==================== instruction_fetch
**instruction_fetch: clock distribution**

Bar = 20 um.
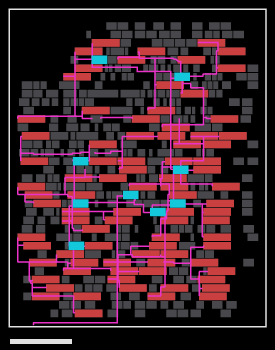

**config.mk**
```make
export PLATFORM = sky130hd
export DESIGN_NAME = instruction_fetch
export DESIGN_NICKNAME = d
export VERILOG_FILES = /design/src/rtl/instruction_fetch.sv
export SDC_FILE = /design/constraint.sdc
export NUM_CORES = 1
export LEC_CHECK = 0
export CAP_MARGIN = 20
export CORE_ASPECT_RATIO = 1.25
export CORE_MARGIN = 2
export CORE_UTILIZATION = 50
export DETAILED_ROUTE_END_ITERATION = 16
export PLACE_DENSITY = 0.77
export SYNTH_ARGS = -nofsm -noshare
export SYNTH_HDL_FRONTEND = slang
export SYNTH_SLANG_ARGS = --single-unit
```
**constraint.sdc**
```tcl
create_clock -name clk -period 2.6 [get_ports clk]
set_input_delay 0.52 -clock clk [delete_from_list [all_inputs] [get_ports clk]]
set_output_delay 0.52 -clock clk [all_outputs]
set_load 0.005 [all_outputs]
```
**src/rtl/instruction_fetch.sv**
```systemverilog
// Fetch stage feeding the decoder: reads one or two program words per instruction
// and presents them for exactly two cycles, with a NOP drain cycle between windows.
module instruction_fetch #(
   parameter int word_size = 16,
   parameter int addr_width = 16,
   parameter logic [addr_width-1:0] reset_vector = '0
) (
   input  logic                  clk,
   input  logic                  reset_n,
   input  logic                  run,
   input  logic                  pc_reset,
   input  logic                  ir_reset,
   output logic [addr_width-1:0] mem_addr,
   output logic                  mem_read_enable,
   input  logic [word_size-1:0]  mem_data,
   input  logic                  mem_ready,
   output logic [word_size-1:0]  instruction,
   output logic [word_size-1:0]  pre_data,
   output logic                  instr_valid,
   output logic [addr_width-1:0] pc
);

   typedef enum logic [2:0] {IDLE, FETCH_OP, FETCH_DAT, ISSUE, EXEC, DRAIN} state_t;

   state_t                  state, state_next;
   logic [addr_width-1:0]   pc_q, pc_next;
   logic [word_size-1:0]    opcode_q, opcode_next;
   logic [word_size-1:0]    operand_q, operand_next;
   logic [word_size-1:0]    instruction_next, pre_data_next;
   logic                    valid_next, read_next;
   logic                    fetch_done;

   function automatic logic is_two_word(input logic [7:0] op);
      case (op)
         8'h01, 8'h02, 8'h03, 8'h04, 8'h11, 8'h13: is_two_word = 1'b1;
         default: is_two_word = (op >= 8'h19) && (op <= 8'h1F);
      endcase
   endfunction

   // A read completes only while requesting; pc_reset discards the data on that edge.
   assign fetch_done = (state == FETCH_OP || state == FETCH_DAT) && mem_ready && !pc_reset;

   always_ff @(posedge clk or negedge reset_n) begin
      if (!reset_n) begin
         state           <= IDLE;
         pc_q            <= reset_vector;
         opcode_q        <= '0;
         operand_q       <= '0;
         instruction     <= '0;
         pre_data        <= '0;
         instr_valid     <= 1'b0;
         mem_read_enable <= 1'b0;
      end else begin
         state           <= state_next;
         pc_q            <= pc_next;
         opcode_q        <= opcode_next;
         operand_q       <= operand_next;
         instruction     <= instruction_next;
         pre_data        <= pre_data_next;
         instr_valid     <= valid_next;
         mem_read_enable <= read_next;
      end
   end

   always_comb begin
      state_next = state;
      unique case (state)
         IDLE:      if (run) state_next = FETCH_OP;
         FETCH_OP:  if (mem_ready) state_next = is_two_word(mem_data[7:0]) ? FETCH_DAT : ISSUE;
         FETCH_DAT: if (mem_ready) state_next = ISSUE;
         ISSUE:     state_next = ir_reset ? DRAIN : EXEC;
         EXEC:      state_next = DRAIN;
         DRAIN:     state_next = run ? FETCH_OP : IDLE;
         default:   state_next = IDLE;
      endcase
      if (pc_reset) state_next = IDLE;
   end

   // Outputs are registered, so they are computed from the state being entered.
   always_comb begin
      pc_next      = pc_q;
      opcode_next  = opcode_q;
      operand_next = operand_q;
      if (ir_reset) begin
         opcode_next  = '0;
         operand_next = '0;
      end
      if (fetch_done) begin
         pc_next = pc_q + addr_width'(1);
         if (state == FETCH_OP) begin
            opcode_next  = mem_data;
            operand_next = '0;
         end else begin
            operand_next = mem_data;
         end
      end
      if (pc_reset) begin
         pc_next      = reset_vector;
         opcode_next  = '0;
         operand_next = '0;
      end
      valid_next       = (state_next == ISSUE) || (state_next == EXEC);
      read_next        = (state_next == FETCH_OP) || (state_next == FETCH_DAT);
      instruction_next = valid_next ? opcode_next : '0;
      pre_data_next    = valid_next ? operand_next : '0;
   end

   assign mem_addr = pc_q;
   assign pc       = pc_q;

endmodule

```
==================== fetch_unit_flat
**config.mk**
```make
export PLATFORM = sky130hd
export DESIGN_NAME = fetch_unit_flat
export DESIGN_NICKNAME = d
export VERILOG_FILES = /design/src/rtl/fetch_unit_if.sv /design/src/rtl/fetch_unit.sv /design/src/flat_wrapper.sv
export SDC_FILE = /design/constraint.sdc
export NUM_CORES = 1
export LEC_CHECK = 0
export CORE_UTILIZATION = 25
export DETAILED_ROUTE_END_ITERATION = 10
export GPL_TIMING_DRIVEN = 0
export PLACE_DENSITY = 0.49
export SYNTH_ARGS = -nofsm -noshare
export SYNTH_HDL_FRONTEND = slang
export SYNTH_SLANG_ARGS = --single-unit
```
**constraint.sdc**
```tcl
create_clock -name i_clk -period 4.69 [get_ports i_clk]
set_input_delay 0.7035 -clock i_clk [delete_from_list [all_inputs] [get_ports i_clk]]
set_output_delay 0.7035 -clock i_clk [all_outputs]
set_load 0.02 [all_outputs]
```
**src/rtl/fetch_unit_if.sv**
```systemverilog
// Fetch-stage bus bundle: instruction-memory req/ack and the fetch-to-decode
// valid/ready channel. The fetch unit is the master; memory/decode sit on the slave side.
interface fetch_unit_if;
  logic        imemReq;
  logic [31:0] imemAddr;
  logic        imemAck;
  logic [31:0] imemRdata;
  logic        instrValid;
  logic        instrReady;
  logic [31:0] instruction;
  logic [31:0] pc;
  logic [31:0] pcPlus4;
  logic        pcSrc;
  logic [31:0] immediateExtended;

  modport master (
    output imemReq, imemAddr, instrValid, instruction, pc, pcPlus4,
    input  imemAck, imemRdata, instrReady, pcSrc, immediateExtended
  );

  modport slave (
    input  imemReq, imemAddr, instrValid, instruction, pc, pcPlus4,
    output imemAck, imemRdata, instrReady, pcSrc, immediateExtended
  );
endinterface

```
**src/rtl/fetch_unit.sv**
```systemverilog
// Instruction fetch stage: owns the PC, fetches one word at a time, hands it to decode.
// Optional macro FETCH_MISALIGN_TRAP_EN adds a sticky misaligned-branch trap and halt state.
module fetch_unit #(
  parameter logic [31:0] RESET_PC       = 32'h0000_0000,
  parameter int unsigned TIMEOUT_CYCLES = 255
) (
  input  logic              i_clk,
  input  logic              i_rst,
  fetch_unit_if.master      bus,
  output logic              o_fetchTimeout,
`ifdef FETCH_MISALIGN_TRAP_EN
  output logic              o_misaligned,
`endif
  output logic [1:0]        o_dbgState
);

  // Handshakes: imemReq is held with a stable imemAddr until a cycle with imemAck,
  // whose imemRdata is captured that cycle. instrValid holds instruction/pc stable
  // until a cycle with instrValid & instrReady, which is the single accept event.
  localparam logic [31:0] NOP_INSTR   = 32'h0000_0013;
  localparam logic [15:0] TIMEOUT_LIM = 16'(TIMEOUT_CYCLES);

`ifdef FETCH_MISALIGN_TRAP_EN
  typedef enum logic [1:0] {S_BOOT = 2'd0, S_REQ = 2'd1, S_HOLD = 2'd2, S_HALT = 2'd3} state_e;
`else
  typedef enum logic [1:0] {S_BOOT = 2'd0, S_REQ = 2'd1, S_HOLD = 2'd2} state_e;
`endif

  state_e      state_q;
  logic [31:0] pc_q;
  logic [31:0] instr_q;
  logic        req_q;
  logic        valid_q;
  logic        timeout_q;
  logic [15:0] wdog_q;
  logic [31:0] target_d;
  logic [31:0] next_pc_d;
`ifdef FETCH_MISALIGN_TRAP_EN
  logic        misaligned_q;
`endif

  assign target_d  = pc_q + bus.immediateExtended;
  assign next_pc_d = bus.pcSrc ? target_d : (pc_q + 32'd4);

  always_ff @(posedge i_clk) begin
    if (i_rst) begin
      state_q      <= S_BOOT;
      pc_q         <= RESET_PC;
      instr_q      <= NOP_INSTR;
      req_q        <= 1'b0;
      valid_q      <= 1'b0;
      timeout_q    <= 1'b0;
      wdog_q       <= 16'd0;
`ifdef FETCH_MISALIGN_TRAP_EN
      misaligned_q <= 1'b0;
`endif
    end else begin
      case (state_q)
        S_BOOT: begin
          state_q <= S_REQ;
          req_q   <= 1'b1;
        end
        S_REQ: begin
          if (bus.imemAck) begin
            instr_q <= bus.imemRdata;
            wdog_q  <= 16'd0;
            req_q   <= 1'b0;
            valid_q <= 1'b1;
            state_q <= S_HOLD;
          end else if (wdog_q < TIMEOUT_LIM) begin
            // Counter saturates at the limit; the request stays up so a late ack still lands.
            wdog_q <= wdog_q + 16'd1;
            if (wdog_q == TIMEOUT_LIM - 16'd1) timeout_q <= 1'b1;
          end
        end
        S_HOLD: begin
          if (bus.instrReady) begin
`ifdef FETCH_MISALIGN_TRAP_EN
            if (bus.pcSrc && (target_d[1:0] != 2'b00)) begin
              misaligned_q <= 1'b1;
              valid_q      <= 1'b0;
              state_q      <= S_HALT;
            end else begin
              pc_q    <= next_pc_d;
              valid_q <= 1'b0;
              req_q   <= 1'b1;
              state_q <= S_REQ;
            end
`else
            pc_q    <= next_pc_d;
            valid_q <= 1'b0;
            req_q   <= 1'b1;
            state_q <= S_REQ;
`endif
          end
        end
`ifdef FETCH_MISALIGN_TRAP_EN
        S_HALT: begin
          state_q <= S_HALT;
        end
`endif
        default: begin
          state_q <= S_BOOT;
        end
      endcase
    end
  end

  assign bus.imemReq     = req_q;
  assign bus.imemAddr    = pc_q;
  assign bus.instrValid  = valid_q;
  assign bus.instruction = instr_q;
  assign bus.pc          = pc_q;
  assign bus.pcPlus4     = pc_q + 32'd4;
  assign o_fetchTimeout  = timeout_q;
  assign o_dbgState      = state_q;
`ifdef FETCH_MISALIGN_TRAP_EN
  assign o_misaligned    = misaligned_q;
`endif

endmodule

```
**src/flat_wrapper.sv**
```systemverilog
// flat-port wrapper written by rule: the top's interface ports become plain ports
module fetch_unit_flat 
#(
  parameter logic [31:0] RESET_PC       = 32'h0000_0000,
  parameter int unsigned TIMEOUT_CYCLES = 255
)
  (i_clk, i_rst, o_fetchTimeout, o_dbgState, bus_imemReq, bus_imemAddr, bus_instrValid, bus_instruction, bus_pc, bus_pcPlus4, bus_imemAck, bus_imemRdata, bus_instrReady, bus_pcSrc, bus_immediateExtended);
  fetch_unit_if bus_i ();
  input  logic i_clk;
  input  logic i_rst;
  output logic o_fetchTimeout;
  output logic [1:0] o_dbgState;
  output wire logic [$bits(bus_i.imemReq)-1:0] bus_imemReq;
  output wire logic [$bits(bus_i.imemAddr)-1:0] bus_imemAddr;
  output wire logic [$bits(bus_i.instrValid)-1:0] bus_instrValid;
  output wire logic [$bits(bus_i.instruction)-1:0] bus_instruction;
  output wire logic [$bits(bus_i.pc)-1:0] bus_pc;
  output wire logic [$bits(bus_i.pcPlus4)-1:0] bus_pcPlus4;
  input wire logic [$bits(bus_i.imemAck)-1:0] bus_imemAck;
  input wire logic [$bits(bus_i.imemRdata)-1:0] bus_imemRdata;
  input wire logic [$bits(bus_i.instrReady)-1:0] bus_instrReady;
  input wire logic [$bits(bus_i.pcSrc)-1:0] bus_pcSrc;
  input wire logic [$bits(bus_i.immediateExtended)-1:0] bus_immediateExtended;
  assign bus_imemReq = bus_i.imemReq;
  assign bus_imemAddr = bus_i.imemAddr;
  assign bus_instrValid = bus_i.instrValid;
  assign bus_instruction = bus_i.instruction;
  assign bus_pc = bus_i.pc;
  assign bus_pcPlus4 = bus_i.pcPlus4;
  assign bus_i.imemAck = bus_imemAck;
  assign bus_i.imemRdata = bus_imemRdata;
  assign bus_i.instrReady = bus_instrReady;
  assign bus_i.pcSrc = bus_pcSrc;
  assign bus_i.immediateExtended = bus_immediateExtended;
  fetch_unit #(.RESET_PC(RESET_PC), .TIMEOUT_CYCLES(TIMEOUT_CYCLES)) u_core (.i_clk(i_clk), .i_rst(i_rst), .bus(bus_i), .o_fetchTimeout(o_fetchTimeout), .o_dbgState(o_dbgState));
endmodule
```
**fetch_unit_flat: cell classes on the final placement**

Fill, decap, tap and diode cells in gray.
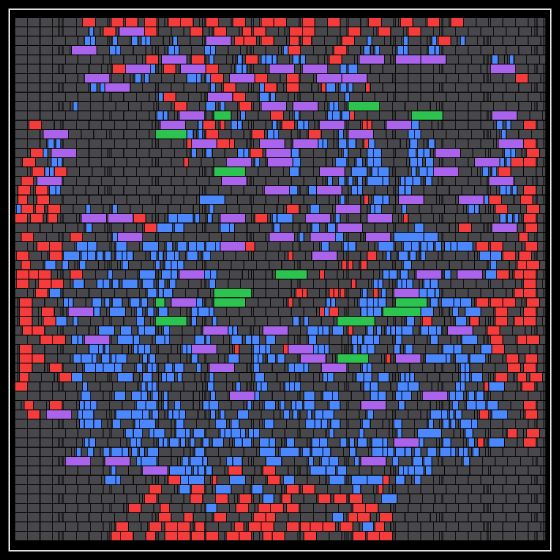
| class | color | cells | share of their area |
|---|---|---|---|
| flip-flops | purple | 85 | 20% |
| clock drivers and dummy loads | green | 14 | 4.0% |
| all other logic | blue | 662 | 47% |
| other buffers and delay cells | red | 274 | 29% |

==> flow_metrics.rpt, fetch_unit_flat <==
IMPLEMENTATION SUMMARY REPORT
----------------------------------------------------
[Outcome]
  Outcome ........................ complete, no violations

[Route]
  Detailed Route Iter0 Violations ........................ 325
  Wire length per cell after detailed routing ........................ 16.4 um

[Final layout]
  Combinational gate area ........................ 3840 um^2
  Most numerous logic cells after layout ........................ clkdlybuf4s50_1 (200), nand2_1 (122), nor2_1 (94)

[Final timing]
  Post-route setup TNS ........................ 0 ns
  Layout Skew ........................ 0.00868 ns
  Slew at the pin closest to its max-slew limit ........................ 0.829 ns
  Number of setup violations in the final report ........................ 0

[Job]
  MaxCap Viol Count ........................ 0

[Synthesis]
  Leading cell types by count after synthesis ........................ nand2_1 (122), nor2_1 (94), a21oi_1 (93)
  Most used flip-flop cell ........................ dfxtp_1
  Top cells by area ........................ dfxtp_1 (28%), a21oi_1 (7.7%), nand2_1 (7.6%), ha_1 (7.1%), nor2_1 (5.9%)

[Critical path]
  Critical path startpoint category ........................ register
  Data required time of the worst path ........................ 3.99 ns

[Power]
  Power in the clock group ........................ 0.000846 W
  Seq pwr share ........................ 0.388
  Clock group share of total power ........................ 0.432
  Power per cell area ........................ 223 nW/um^2

[Global route]
  Antenna violations before repair ........................ 0

[Worst hold path]
  Hold-critical path endpoint ........................ u_core.bus.instruction[28]$_SDFFE_PP0P_

[Clock network]
  Post-CTS Setup Inserts ........................ 0

----------------------------------------------------
fetch_unit_flat: logic make-up after synthesis:
| logic type | after synthesis | synth area share |
|---|---|---|
| compound gates | 219 | 0.219 |
| xor+xnor | 49 | 0.0713 |
| buf+inv | 86 | 0.0794 |
| fa+ha+maj | 35 | 0.0740 |
| mux | 1 | 0.00166 |
| simple gates | 346 | 0.273 |
| flops | 85 | 0.283 |
fetch_unit_flat: per-stage QoR:
stage,util,worst slack [ns]
finish,0.372,0.358
global route,0.372,0.199
CTS,0.372,0.402
detailed placement,0.358,0.741
global placement,0.358,0.735
floorplan,-,1.74
**instruction_fetch: met1 routing**

Bar = 20 um. Cells faint in the background.
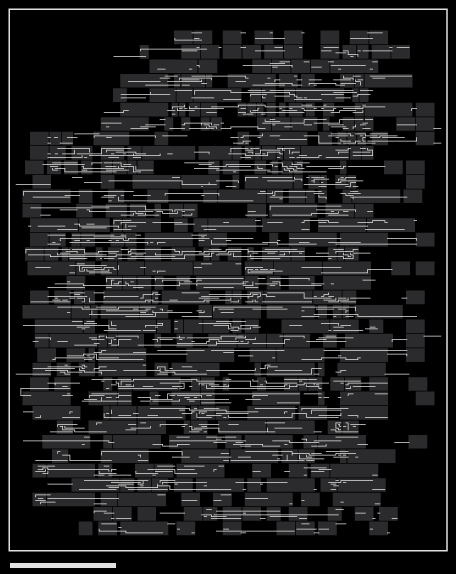
share of all routed wire: 42%
longest straight run: 25.8 um

About 'clock distribution' of instruction_fetch:
[flip-flops] red | count: 85
[clock wires] magenta | length: 939 um
[cells driving clock nets] cyan | count: 9
routed clock nets: 10
flops lie: widely spread

==> flow_metrics.rpt, instruction_fetch <==
IMPLEMENTATION SUMMARY REPORT
----------------------------------------------------
[Final layout]
  Most numerous logic cells after layout ........................ clkdlybuf4s50_1 (85), dfrtp_1 (85), a21oi_1 (31)
  Inverter count of the layout excluding clock inverters ........................ 6
  Register fraction of the total cell area ........................ 0.434
  Final non-filler cell total ........................ 497
  Combinational gate area ........................ 1450 um^2
  Clock buffer and inverter area fraction after layout ........................ 0.0370

[Critical path]
  Data required time of the worst path ........................ 2.80 ns
  Crit Reg-Reg Endpoint ........................ instruction[15]$_DFF_PN0_
  Worst-case register-to-register setup slack ........................ 0.47 ns

[Global route]
  Global-route met2 utilization ........................ 0.342
  Number of global-route vias before repair ........................ 2731
  Total gr overflow ........................ 0
  Highest-utilization routing layer at the global route stage ........................ met2
  Grt met3 use ........................ 0.0463
  GR met1 Demand/Resource ........................ 0.309
  Overall Global Routing Usage ........................ 0.220

[Final timing]
  Post-route setup TNS ........................ 0 ns

[Route]
  Wl on met1 ........................ 3580 um
  First-pass detailed-route iteration total ........................ 5
  Vias after detailed routing ........................ 2911
  DRC ........................ 0

[Place]
  Placed wire-length estimate after detailed placement ........................ 5730 um
  Count of buffers inserted at the top-level ports ........................ 87
  Final weighted congestion of routability-driven global placement ........................ 0.858

[Synthesis]
  Top cell type's share of synthesized area ........................ 0.557
  Chip area from the yosys synthesis statistics ........................ 3820 um^2
  Synth warnings ........................ 0
  Number of flip-flops and latches in the synthesized netlist ........................ 85
  Cell type with the highest aggregate area in the netlist ........................ dfrtp_1
  Leading cell types by count after synthesis ........................ dfrtp_1 (85), a21oi_1 (32), nand2_1 (24)
  Post-Synthesis Net Count ........................ 347

[Power]
  Power in the clock group ........................ 0.000864 W
  Max IR drop VDD ........................ 390 uV
  Gate power share ........................ 0.121
  Clock group share of total power ........................ 0.339
  Leakage power of the design ........................ 1.97 nW

[Clock network]
  Maximum level of the CTS H-tree ........................ 3

[Die]
  Placement Rows ........................ 35
  DIE HEIGHT ........................ 102 um
  Effective utilization at floorplan ........................ 0.516

[Outcome]
  Outcome ........................ complete, no violations

[Worst hold path]
  HP Class ........................ primary input to asynchronous set/reset pin

----------------------------------------------------
==> instruction_fetch: kinds of logic (layout without fill, tap and decap cells) <==
logic type | Yosys count | after routing | synth area share
xor+xnor | 5 | 5 | 0.0164
simple gates | 86 | 86 | 0.140
flops | 85 | 85 | 0.557
mux | 2 | 2 | 0.00590
fa+ha+maj | 1 | 1 | 0.00327
buf+inv | 44 | 125 | 0.0675
compound gates | 101 | 101 | 0.210
==> instruction_fetch: worst max-delay path, cell delays in order <==
cell             delay, ns
clkdlybuf4s50_1       0.49
nor4b_1               0.46
o311ai_0              0.22
o211ai_1              0.31
buf_12                0.25
a221oi_1              0.11

==> screenshots <==
Signal wires by layer.
picture 1
Bar = 20 um. Two of the layers only.
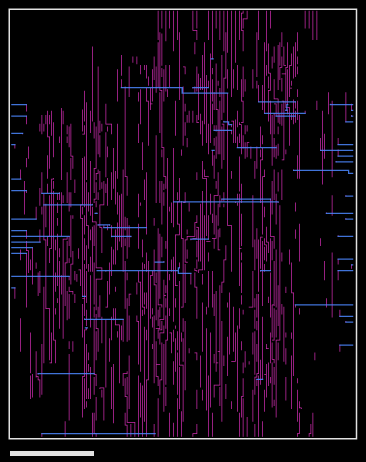
picture 2
Bar = 50 um. Two of the layers only.
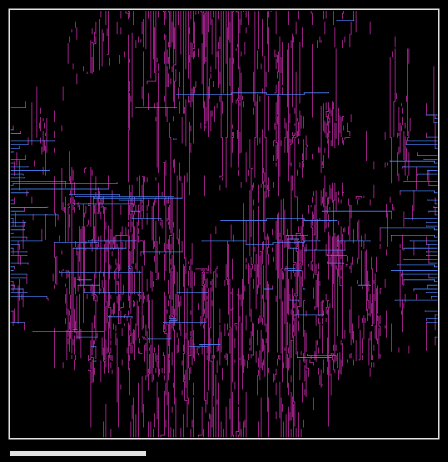
- instruction_fetch = picture 1
- fetch_unit_flat = picture 2

Key to picture 1:
| layer | color | wire length |
|---|---|---|
| met3 | blue | 375 um |
| met2 | magenta | 4490 um |


==================== rptr_empty
===== config.mk =====
export PLATFORM = sky130hd
export DESIGN_NAME = rptr_empty
export DESIGN_NICKNAME = d
export VERILOG_FILES = /design/src/rtl/fifo_pkg.sv /design/src/rtl/sync_w2r.sv /design/src/rtl/rptr_empty.sv
export SDC_FILE = /design/constraint.sdc
export NUM_CORES = 1
export LEC_CHECK = 0
export ABC_AREA = 0
export CORE_UTILIZATION = 41
export CTS_BUF_LIST = sky130_fd_sc_hd__clkbuf_4
export DETAILED_ROUTE_END_ITERATION = 10
export HOLD_SLACK_MARGIN = 0.12
export MAX_ROUTING_LAYER = met4
export PLACE_DENSITY_LB_ADDON = 0.25
export SLEW_MARGIN = 40
export SYNTH_ARGS = -nofsm -noshare
export SYNTH_HDL_FRONTEND = slang
export SYNTH_SLANG_ARGS = --single-unit

===== constraint.sdc =====
create_clock -name rclk -period 3.25 [get_ports rclk]
set_input_delay 0.8125 -clock rclk [delete_from_list [all_inputs] [get_ports rclk]]
set_output_delay 0.8125 -clock rclk [all_outputs]
set_load 0.02 [all_outputs]

===== src/rtl/fifo_pkg.sv =====
// Shared async-FIFO definitions: default geometry and Gray/binary pointer conversions.
// Conversions work on a fixed 16-bit word; callers zero-extend and truncate to their pointer width.
package fifo_pkg;

  localparam int ADDRSIZE_DEFAULT = 6;
  localparam int DEPTH            = 2 ** ADDRSIZE_DEFAULT;
  localparam int PTR_MAX_W        = 16;

  typedef logic [PTR_MAX_W-1:0] ptr_word_t;

  function automatic ptr_word_t bin2gray(input ptr_word_t bin);
    return bin ^ (bin >> 1);
  endfunction

  // Zero upper bits stay zero, so results truncated to a narrower pointer remain exact.
  function automatic ptr_word_t gray2bin(input ptr_word_t gray);
    ptr_word_t bin;
    bin[PTR_MAX_W-1] = gray[PTR_MAX_W-1];
    for (int i = PTR_MAX_W - 2; i >= 0; i--) begin
      bin[i] = bin[i+1] ^ gray[i];
    end
    return bin;
  endfunction

endpackage


===== src/rtl/sync_w2r.sv =====
// Two-flop synchronizer carrying the Gray write pointer into the read clock domain.
module sync_w2r #(
  parameter int WIDTH = 7
) (
  input  logic             rclk,
  input  logic             rrst_n,
  input  logic [WIDTH-1:0] wptr,
  output logic [WIDTH-1:0] rq2_wptr
);

  logic [WIDTH-1:0] rq1_wptr_d, rq1_wptr_q;
  logic [WIDTH-1:0] rq2_wptr_d, rq2_wptr_q;

  always_comb begin
    rq1_wptr_d = wptr;
    rq2_wptr_d = rq1_wptr_q;
  end

  always_ff @(posedge rclk or negedge rrst_n) begin
    if (!rrst_n) begin
      rq1_wptr_q <= '0;
      rq2_wptr_q <= '0;
    end else begin
      rq1_wptr_q <= rq1_wptr_d;
      rq2_wptr_q <= rq2_wptr_d;
    end
  end

  assign rq2_wptr = rq2_wptr_q;

endmodule


===== src/rtl/rptr_empty.sv =====
// Read-side pointer controller for the async FIFO: read pointer, registered empty/almost-empty,
// conservative fill level and sticky underflow flag.
module rptr_empty
  import fifo_pkg::*;
#(
  parameter int ADDRSIZE      = ADDRSIZE_DEFAULT,
  parameter int AEMPTY_THRESH = 4
) (
  input  logic                rclk,
  input  logic                rrst_n,
  input  logic                rinc,
  input  logic [ADDRSIZE:0]   wptr,
  input  logic                rerr_clr,
  output logic [ADDRSIZE-1:0] raddr,
  output logic [ADDRSIZE:0]   rptr,
  output logic                rempty,
  output logic                raempty,
  output logic [ADDRSIZE:0]   rlevel,
  output logic                rerr
);

  localparam int                PTR_W     = ADDRSIZE + 1;
  localparam logic [PTR_W-1:0]  AE_THRESH = PTR_W'(AEMPTY_THRESH);

  logic [PTR_W-1:0] rq2_wptr;
  logic [PTR_W-1:0] wbin_s;
  logic             rd_ok;

  logic [PTR_W-1:0] rbin_d,    rbin_q;
  logic [PTR_W-1:0] rgray_d,   rgray_q;
  logic [PTR_W-1:0] rlevel_d,  rlevel_q;
  logic             rempty_d,  rempty_q;
  logic             raempty_d, raempty_q;
  logic             rerr_d,    rerr_q;

  sync_w2r #(
    .WIDTH (PTR_W)
  ) u_sync_w2r (
    .rclk     (rclk),
    .rrst_n   (rrst_n),
    .wptr     (wptr),
    .rq2_wptr (rq2_wptr)
  );

  // Flags and level are computed from the next pointer so a final pop empties on the same edge.
  always_comb begin
    rd_ok     = rinc & ~rempty_q;
    rbin_d    = rbin_q + PTR_W'(rd_ok);
    rgray_d   = PTR_W'(bin2gray(PTR_MAX_W'(rbin_d)));
    wbin_s    = PTR_W'(gray2bin(PTR_MAX_W'(rq2_wptr)));
    rlevel_d  = wbin_s - rbin_d;
    rempty_d  = (rgray_d == rq2_wptr);
    raempty_d = (rlevel_d <= AE_THRESH);
    rerr_d    = (rinc & rempty_q) | (rerr_q & ~rerr_clr);
  end

  always_ff @(posedge rclk or negedge rrst_n) begin
    if (!rrst_n) begin
      rbin_q    <= '0;
      rgray_q   <= '0;
      rlevel_q  <= '0;
      rempty_q  <= 1'b1;
      raempty_q <= 1'b1;
      rerr_q    <= 1'b0;
    end else begin
      rbin_q    <= rbin_d;
      rgray_q   <= rgray_d;
      rlevel_q  <= rlevel_d;
      rempty_q  <= rempty_d;
      raempty_q <= raempty_d;
      rerr_q    <= rerr_d;
    end
  end

  assign raddr   = rbin_q[ADDRSIZE-1:0];
  assign rptr    = rgray_q;
  assign rempty  = rempty_q;
  assign raempty = raempty_q;
  assign rlevel  = rlevel_q;
  assign rerr    = rerr_q;

endmodule

==> flow_metrics.rpt <==
IMPLEMENTATION SUMMARY REPORT
----------------------------------------------------
[Synthesis]
  Top cell type's share of synthesized area ........................ 0.543
  Top cells by area ........................ dfrtp_1 (54%), xnor2_1 (7.6%), xor2_1 (7.6%), ha_1 (6.2%), dfstp_2 (3.3%)
  Cell Type Count ........................ 32
  FFs w/ async S/R, synth ........................ 1.00
  Dominant kind of combinational cell ........................ XOR/XNOR gates
  Area fraction in and, or, nand and nor cells after synthesis ........................ 0.0737
  AND-OR/OR-AND Cells, Area Fraction ........................ 0.0551
  Portion of the post-synthesis area used by sequential elements ........................ 0.576
  Cell type with the highest aggregate area in the netlist ........................ dfrtp_1
  Post-synthesis share of cell area spent on xor and xnor gates ........................ 0.182
  Synth Cell Area ........................ 1610 um^2

[Clock network]
  Clock slew at reported path FFs ........................ 0.10 ns

[Final layout]
  Highest-count logic cell in the final layout ........................ dfrtp_1
  Dominant kind of cell by area ........................ flip-flops and latches
  Total inserted antenna cells ........................ 0
  Register fraction of the total cell area ........................ 0.413
  P&R area growth vs syn ........................ 39.4%
  Combinational gate area ........................ 661 um^2
  Relative area of non-clock buffer cells in the final design ........................ 0.224
  Most numerous logic cells after layout ........................ dfrtp_1 (35), clkdlybuf4s50_1 (33), buf_4 (23)

[Critical path]
  Critical path startpoint category ........................ register
  Launching instance or port of the critical path ........................ u_sync_w2r.rq2_wptr[6]$_DFF_PN0_
  Endpoint of the most critical setup path ........................ raempty$_DFF_PN1_
  Worst R2R Start ........................ u_sync_w2r.rq2_wptr[6]$_DFF_PN0_
  Critical path capture point type ........................ register
  Number of cell instances on the worst register-to-register path ........................ 12
  Crit Reg-Reg Endpoint ........................ raempty$_DFF_PN1_

[Final timing]
  Highest clock frequency the design can meet ........................ 327 MHz
  Final hold vios ........................ 0
  Post-layout period usage ........................ 0.942
  Number of setup violations in the final report ........................ 0
  Final worst setup slack ........................ 0.188 ns
  Worst-case headroom to the max-slew limit ........................ 0.700

[Power]
  Gate power share ........................ 0.621
  Seq pwr share ........................ 0.286
  Cell-internal power ........................ 0.00151 W
  Power group with the highest consumption ........................ combinational cells
  Switching share of power ........................ 0.390

[Route]
  Remaining number of nets flagged by the antenna check after routing ........................ 0

[Place]
  Placed wire-length estimate after detailed placement ........................ 2200 um
  Final weighted congestion of routability-driven global placement ........................ 0.772

[Outcome]
  Outcome ........................ complete, no violations

[Die]
  I/O pin count ........................ 34
  Placement Rows ........................ 22

----------------------------------------------------
Yosys cell counts, types with 2 or more instances:
cell type and count:
inv_1 11, o21bai_1 2, xor2_1 14, a21oi_1 3
nand3_1 4, ha_1 8, nand2_1 6, xnor2_1 14
dfstp_2 2, nor2_1 4, dfrtp_1 35
worst max-delay path, cell delays in order, from the launching register on:
cell	delay, ns
dfrtp_1	0.39
xor3_2	0.49
xnor3_2	0.28
xnor2_2	0.18
xnor2_1	0.14
ha_1	0.17
inv_1	0.06
fa_1	0.42
inv_1	0.11
maj3_2	0.20
o21bai_1	0.07
xor2_1	0.17
nor4_2	0.28
**rptr_empty: the clock network**

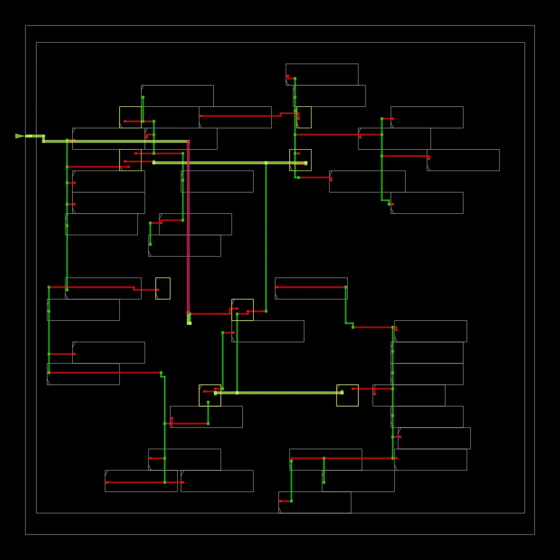
Clock Sink Count: 37
power in the clock group: 0.000230 W
Layout Skew: 0.00716 ns

**rptr_empty: clock distribution**

Bar = 20 um.
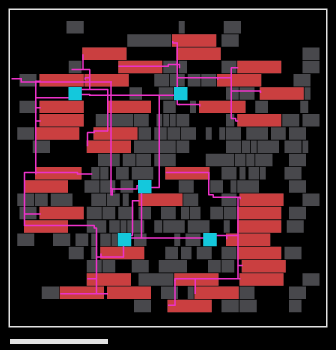
[clock wires] magenta | length: 410 um
[cells driving clock nets] cyan | count: 5
[flip-flops] red | count: 37
flops lie: widely spread
routed clock nets: 6


Power and IR drop assume default switching activity.
